=== design 1 ===
design_1/placement_by_type.png
Fill, decap, tap and diode cells in gray.
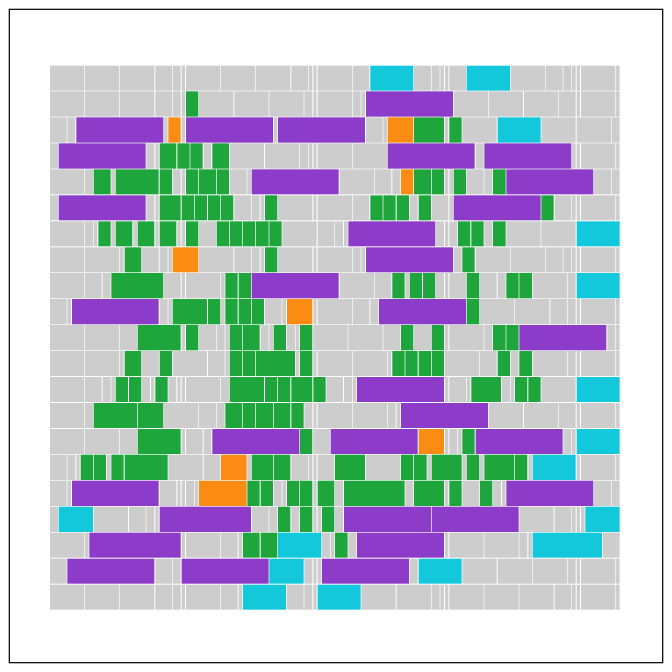

--- config.mk ---
export PLATFORM = sky130hd
export DESIGN_NAME = uart_rx
export DESIGN_NICKNAME = d
export VERILOG_FILES = /design/src/rtl/uart_pkg.sv /design/src/rtl/uart_sync2.sv /design/src/rtl/uart_rx.sv
export SDC_FILE = /design/constraint.sdc
export NUM_CORES = 1
export LEC_CHECK = 0
export ABC_AREA = 1
export CAP_MARGIN = 0
export CORE_MARGIN = 4
export CORE_UTILIZATION = 40
export DETAILED_ROUTE_END_ITERATION = 6
export MAX_ROUTING_LAYER = met4
export SKIP_CTS_REPAIR_TIMING = 1
export SLEW_MARGIN = 20
export SYNTH_ARGS = -nofsm -noshare
export SYNTH_HDL_FRONTEND = slang
export SYNTH_HIERARCHICAL = 1
export SYNTH_SLANG_ARGS = --single-unit
--- constraint.sdc ---
create_clock -name bclk -period 1.8 [get_ports bclk]
set_clock_uncertainty 0.15 [all_clocks]
set_input_delay 0.36 -clock bclk [delete_from_list [all_inputs] [get_ports bclk]]
set_output_delay 0.36 -clock bclk [all_outputs]
set_load 0.02 [all_outputs]
--- src/rtl/uart_pkg.sv ---
// Shared UART definitions: state encoding and frame defaults for the rx/tx paths.
package uart_pkg;

  localparam int unsigned STATE_W        = 3;
  localparam int unsigned BCT_W          = 4;
  localparam int unsigned DATA_BITS_DEF  = 8;
  localparam int unsigned OVERSAMPLE_DEF = 8;

  typedef enum logic [STATE_W-1:0] {
    IDLE  = 3'd0,
    START = 3'd1,
    DATA  = 3'd2,
    STOP  = 3'd3,
    BRK   = 3'd4
  } uart_state_e;

endpackage

--- src/rtl/uart_sync2.sv ---
// Two-flop synchronizer for a single asynchronous bit, reset to RST_VAL.
module uart_sync2 #(
  parameter logic RST_VAL = 1'b1
) (
  input  logic clk,
  input  logic rst_n,
  input  logic d,
  output logic q
);

  logic meta;

  // Two-stage capture to settle metastability before use
  always_ff @(posedge clk or negedge rst_n) begin
    if (!rst_n) begin
      meta <= RST_VAL;
      q    <= RST_VAL;
    end else begin
      meta <= d;
      q    <= meta;
    end
  end

endmodule

--- src/rtl/uart_rx.sv ---
// UART receiver: mid-bit sampling of an oversampled line into a data register with status.
module uart_rx
  import uart_pkg::*;
#(
  parameter int unsigned DATA_BITS  = DATA_BITS_DEF,
  parameter int unsigned OVERSAMPLE = OVERSAMPLE_DEF
) (
  input  logic                 bclk,
  input  logic                 rst_n,
  input  logic                 rxd,
  input  logic                 rd_ack,
  output logic [DATA_BITS-1:0] rx_data,
  output logic                 rdrf,
  output logic                 framing_err,
  output logic                 overrun_err,
  output logic                 rx_busy
);

  localparam int unsigned CNT_W = $clog2(OVERSAMPLE);
  localparam logic [CNT_W-1:0] CNT_HALF = CNT_W'(OVERSAMPLE / 2 - 1);
  localparam logic [CNT_W-1:0] CNT_FULL = CNT_W'(OVERSAMPLE - 1);
  localparam logic [BCT_W-1:0] BCT_LAST = BCT_W'(DATA_BITS - 1);

  logic                 rxs;
  uart_state_e          state, state_next;
  logic [CNT_W-1:0]     cnt, cnt_next;
  logic [BCT_W-1:0]     bct, bct_next;
  logic [DATA_BITS-1:0] rsr, rsr_next;
  logic [DATA_BITS-1:0] rx_data_next;
  logic                 rdrf_next, framing_err_next, overrun_err_next;
  logic                 load;

  uart_sync2 #(.RST_VAL(1'b1)) u_sync (
    .clk   (bclk),
    .rst_n (rst_n),
    .d     (rxd),
    .q     (rxs)
  );

  // State, counters, shift register and host-visible registers
  always_ff @(posedge bclk or negedge rst_n) begin
    if (!rst_n) begin
      state       <= IDLE;
      cnt         <= '0;
      bct         <= '0;
      rsr         <= '0;
      rx_data     <= '0;
      rdrf        <= 1'b0;
      framing_err <= 1'b0;
      overrun_err <= 1'b0;
      rx_busy     <= 1'b0;
    end else begin
      state       <= state_next;
      cnt         <= cnt_next;
      bct         <= bct_next;
      rsr         <= rsr_next;
      rx_data     <= rx_data_next;
      rdrf        <= rdrf_next;
      framing_err <= framing_err_next;
      overrun_err <= overrun_err_next;
      rx_busy     <= (state_next != IDLE);
    end
  end

  // Next-state, sampling and status update; load beats a coincident rd_ack
  always_comb begin
    state_next       = state;
    cnt_next         = cnt + CNT_W'(1);
    bct_next         = bct;
    rsr_next         = rsr;
    load             = 1'b0;
    rx_data_next     = rx_data;
    rdrf_next        = rdrf;
    framing_err_next = framing_err;
    overrun_err_next = overrun_err;

    unique case (state)
      IDLE: begin
        cnt_next = '0;
        if (!rxs) state_next = START;
      end
      START: begin
        if (cnt == CNT_HALF) begin
          cnt_next   = '0;
          bct_next   = '0;
          state_next = rxs ? IDLE : DATA;
        end
      end
      DATA: begin
        if (cnt == CNT_FULL) begin
          cnt_next = '0;
          rsr_next = {rxs, rsr[DATA_BITS-1:1]};
          bct_next = bct + BCT_W'(1);
          if (bct == BCT_LAST) state_next = STOP;
        end
      end
      STOP: begin
        if (cnt == CNT_FULL) begin
          cnt_next   = '0;
          load       = 1'b1;
          state_next = rxs ? IDLE : BRK;
        end
      end
      BRK: begin
        cnt_next = '0;
        if (rxs) state_next = IDLE;
      end
      default: begin
        cnt_next   = '0;
        state_next = IDLE;
      end
    endcase

    if (rd_ack && rdrf) begin
      rdrf_next        = 1'b0;
      framing_err_next = 1'b0;
      overrun_err_next = 1'b0;
    end

    if (load) begin
      rdrf_next        = 1'b1;
      framing_err_next = !rxs;
      if (!rdrf || rd_ack) rx_data_next = rsr;
      else                 overrun_err_next = 1'b1;
    end
  end

endmodule

=== design 2 ===
**src/rtl/mul_add2_pkg.sv**
```systemverilog
// Shared defaults and constant helpers for the mul_add2 result-history block.
package mul_add2_pkg;

  localparam int NEQ_DEFAULT   = 9;
  localparam int EW_DEFAULT    = 32;
  localparam int DEPTH_DEFAULT = 4;

  // Ceiling log2 for elaboration-time sizing; clog2(1) == 0.
  function automatic int clog2(input int value);
    int result;
    result = 0;
    for (int i = 0; i < 31; i++) begin
      if ((1 << i) < value) result = i + 1;
    end
    return result;
  endfunction

endpackage

```
**src/rtl/mul_add2_history_ram.sv**
```systemverilog
// History storage: one write port and one registered read port, read-before-write.
module mul_add2_history_ram
  import mul_add2_pkg::*;
#(
  parameter int width      = NEQ_DEFAULT * EW_DEFAULT,
  parameter int depth      = DEPTH_DEFAULT,
  parameter int addr_width = 2
) (
  input  logic                  clk,
  input  logic                  wr_en,
  input  logic [addr_width-1:0] wr_addr,
  input  logic [width-1:0]      wr_data,
  input  logic                  rd_en,
  input  logic [addr_width-1:0] rd_addr,
  output logic [width-1:0]      rd_data
);

  logic [width-1:0] mem [depth];

  // NOTE: storage and its read register carry no reset; the top never exposes
  // them until a valid entry has been written and a hit has been read.
  always_ff @(posedge clk) begin
    if (wr_en) mem[wr_addr] <= wr_data;
    if (rd_en) rd_data <= mem[rd_addr];
  end

endmodule

```
**src/rtl/mul_add2_result_history.sv**
```systemverilog
// Ring buffer of the last D result vectors with per-element masked merge,
// age-addressed registered reads and a combinational newest-entry view.
module mul_add2_result_history
  import mul_add2_pkg::*;
#(
  parameter int number_of_equations_per_cluster = NEQ_DEFAULT,
  parameter int element_width                   = EW_DEFAULT,
  parameter int history_depth                   = DEPTH_DEFAULT,
  localparam int AW = (clog2(history_depth) < 1) ? 1 : clog2(history_depth),
  localparam int CW = clog2(history_depth + 1)
) (
  input  logic                                                    clk,
  input  logic                                                    rst,
  input  logic                                                    clear,
  input  logic                                                    write_enable,
  input  logic [number_of_equations_per_cluster-1:0]              element_mask,
  input  logic [element_width*number_of_equations_per_cluster-1:0] input_data,
  input  logic                                                    read_enable,
  input  logic [AW-1:0]                                           read_age,
  output logic [element_width*number_of_equations_per_cluster-1:0] memory_output,
  output logic                                                    output_valid,
  output logic [element_width*number_of_equations_per_cluster-1:0] newest_output,
  output logic [CW-1:0]                                           entry_count,
  output logic                                                    full
);

  localparam int NEQ = number_of_equations_per_cluster;
  localparam int EW  = element_width;
  localparam int D   = history_depth;
  localparam int DW  = NEQ * EW;
  localparam int PW  = AW + 1;

  logic [AW-1:0] wr_ptr;
  logic [CW-1:0] count;
  logic [DW-1:0] newest_q;
  logic [DW-1:0] merged;
  logic [DW-1:0] ram_rd_data;
  logic [AW-1:0] rd_addr;
  logic [PW-1:0] rd_idx;
  logic          hit;
  logic          zero_q;
  logic          valid_q;
  logic          ram_wr_en;
  logic          ram_rd_en;

  assign entry_count   = count;
  assign full          = (count == CW'(D));
  assign newest_output = (count == '0) ? '0 : newest_q;
  assign hit           = 32'(read_age) < 32'(count);
  assign ram_wr_en     = write_enable && !clear && !rst;
  assign ram_rd_en     = read_enable && hit && !clear && !rst;
  assign memory_output = zero_q ? '0 : ram_rd_data;
  assign output_valid  = valid_q;

  // Masked-off elements inherit the newest entry, which already reads as zero when empty.
  // NOTE: every always_comb output gets a default first so no path can infer a latch.
  always_comb begin
    merged = '0;
    for (int i = 0; i < NEQ; i++) begin
      merged[EW*i +: EW] = element_mask[i] ? input_data[EW*i +: EW]
                                           : newest_output[EW*i +: EW];
    end
  end

  // Age 0 sits one slot behind the write pointer; the index only matters on a hit.
  always_comb begin
    rd_idx = PW'(wr_ptr) + PW'(D - 1) - PW'(read_age);
    if (rd_idx >= PW'(D)) rd_idx = rd_idx - PW'(D);
    rd_addr = rd_idx[AW-1:0];
  end

  // NOTE: sequential state uses non-blocking assignments so every register
  // samples pre-edge values, which gives read-before-write for free.
  always_ff @(posedge clk) begin
    if (rst || clear) begin
      wr_ptr  <= '0;
      count   <= '0;
      valid_q <= 1'b0;
      zero_q  <= 1'b1;
    end else begin
      if (write_enable) begin
        wr_ptr <= (wr_ptr == AW'(D - 1)) ? '0 : wr_ptr + AW'(1);
        if (count != CW'(D)) count <= count + CW'(1);
      end
      if (read_enable) begin
        valid_q <= hit;
        zero_q  <= !hit;
      end else begin
        valid_q <= 1'b0;
      end
    end
  end

  // Shadow of the age-0 entry so the merge and newest view need no RAM read port.
  always_ff @(posedge clk) begin
    if (ram_wr_en) newest_q <= merged;
  end

  mul_add2_history_ram #(
    .width      (DW),
    .depth      (D),
    .addr_width (AW)
  ) u_ram (
    .clk     (clk),
    .wr_en   (ram_wr_en),
    .wr_addr (wr_ptr),
    .wr_data (merged),
    .rd_en   (ram_rd_en),
    .rd_addr (rd_addr),
    .rd_data (ram_rd_data)
  );

endmodule

```
**config.mk**
```make
export PLATFORM = sky130hd
export DESIGN_NAME = mul_add2_result_history
export DESIGN_NICKNAME = d
export VERILOG_FILES = /design/src/rtl/mul_add2_pkg.sv /design/src/rtl/mul_add2_history_ram.sv /design/src/rtl/mul_add2_result_history.sv
export SDC_FILE = /design/constraint.sdc
export NUM_CORES = 2
export LEC_CHECK = 0
export CORE_AREA = 2 2 427 323
export DETAILED_ROUTE_END_ITERATION = 12
export DIE_AREA = 0 0 429 325
export PLACE_DENSITY = 0.73
export REMOVE_ABC_BUFFERS = 1
export SKIP_LAST_GASP = 1
export SLEW_MARGIN = 15
export SYNTH_ARGS = -nofsm -noshare
export SYNTH_HDL_FRONTEND = slang
export SYNTH_HIERARCHICAL = 1
export SYNTH_SLANG_ARGS = --single-unit
```
**constraint.sdc**
```tcl
create_clock -name clk -period 50.5 [get_ports clk]
set_input_delay 12.625 -clock clk [delete_from_list [all_inputs] [get_ports clk]]
set_output_delay 12.625 -clock clk [all_outputs]
set_load 0.01 [all_outputs]
```
design_1/layer_met3.png
Bar = 20 µm.
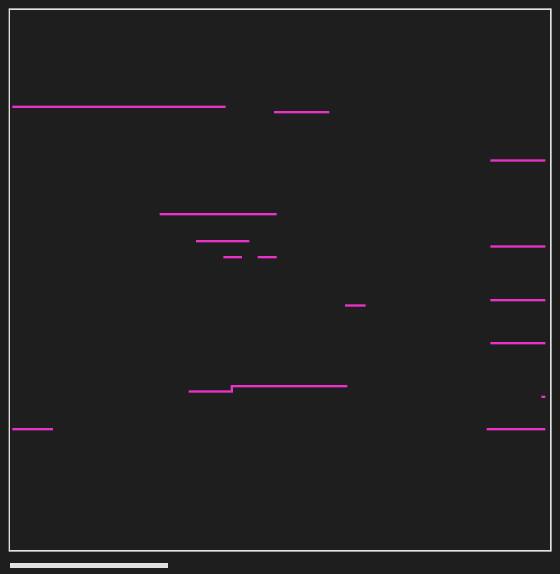
wire length on this layer	120 µm
nets with wire on the layer	11
share of all routed wire	4.6%
main direction	horizontal

About design_1/placement_by_type.png:
class	color	cells
other buffers and delay cells	cyan	16
flops	purple	32
clock drivers and dummy loads	orange	8
combinational and other logic	green	130

==> reports/results.env, design 1 <==
GRT-BUSIEST-LAYER='met2'
LAYOUT.AREA.COMB_UM2=561.8
OUTCOME='finished, final reports clean'
TNS_PS=0
YS.WARNINGS.COUNT=6
UNREPAIRED_SETUP_ENDPOINTS_AFTER_GLOBAL_ROUTING='false'
DIE.SIZE.X_UM=68.34
REPORT.POWER.TOTAL_mW=1.993
DISTINCT_LIB_CELLS=17
POWER_SWITCHING_SHARE=0.3549
FLOP_PWR_SHARE=0.478
WORSTMARGINPINSLEW_PS=291.0
POST_SYNTH_AO_OA_AREA_FRACTION=0.06529
HOLD_DEPTH=0
COMB-CELL-SHARE=0.3191
YS_CHIP_AREA_UM2=1456
NETLIST_AREA_UM2=1456
HOLD_END='u_sync/q'
SEQ_AREA_UM2=803.3
VIAS_IN_THE_FIRST_GLOBAL_ROUTE=1096
CRITICAL_PATH.REG2REG.STARTPOINT='cnt[0]'
NUMSYNTHFLOPS=32
PLACE.PORT_BUFFERS=15
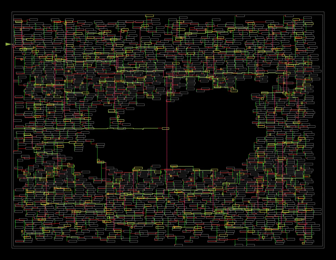
design_2/clocks.png
clock net sink count: 1735
number of buffers added by the clock tree synthesis step: 162
registers: 1735
clock network power: 1.21 mW
CLK BUF: 208

==> reports/results.env, design 2 <==
SEQUENTIALPOWER_mW=1.62
WORST_R2R_ENDPOINT='u_ram/rd_data[175]'
CTS_MAX_LEVEL=4
SYNTH-XOR-AREA-SHARE=0.0003907
ROW_COUNT=117
CTS_TREE='built'
REPORT.POWER.TOTAL_mW=3.053
GROUP_WITH_THE_LARGEST_SHARE_OF_POWER='registers'
TOP_CELL_AREA_SHARE=0.7716
CTS-ROOT-TO-SINK-BUFFERS=3
MET2WIRELENGTH_MM=76.35
REGS_BY_FF_COUNT='u_ram/mem (1152), newest_q (288), u_ram/rd_data (288)'
HOLD_PATH.CLASS='flop to flop'
DISTINCT_LIB_CELLS=29
CPPEAKSTAGEDELAY_PS=800
OUTCOME='finished, final reports clean'


==> screenshots <==
Met1 routing.
picture 1
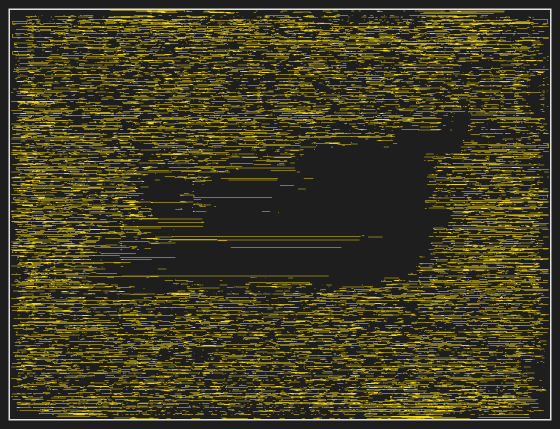
picture 2
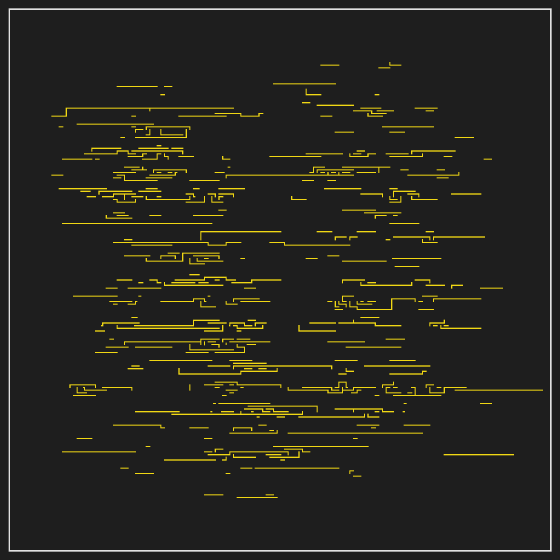
Picture 2 comes from design 1.
Picture 1 comes from design 2.

Key to picture 2:
share of all routed wire	43%
nets with wire on the layer	169
main direction	horizontal
wire length on this layer	1130 µm
longest straight run	21.2 µm

Power figures rest on the tool's default switching activity, not on a simulated workload.
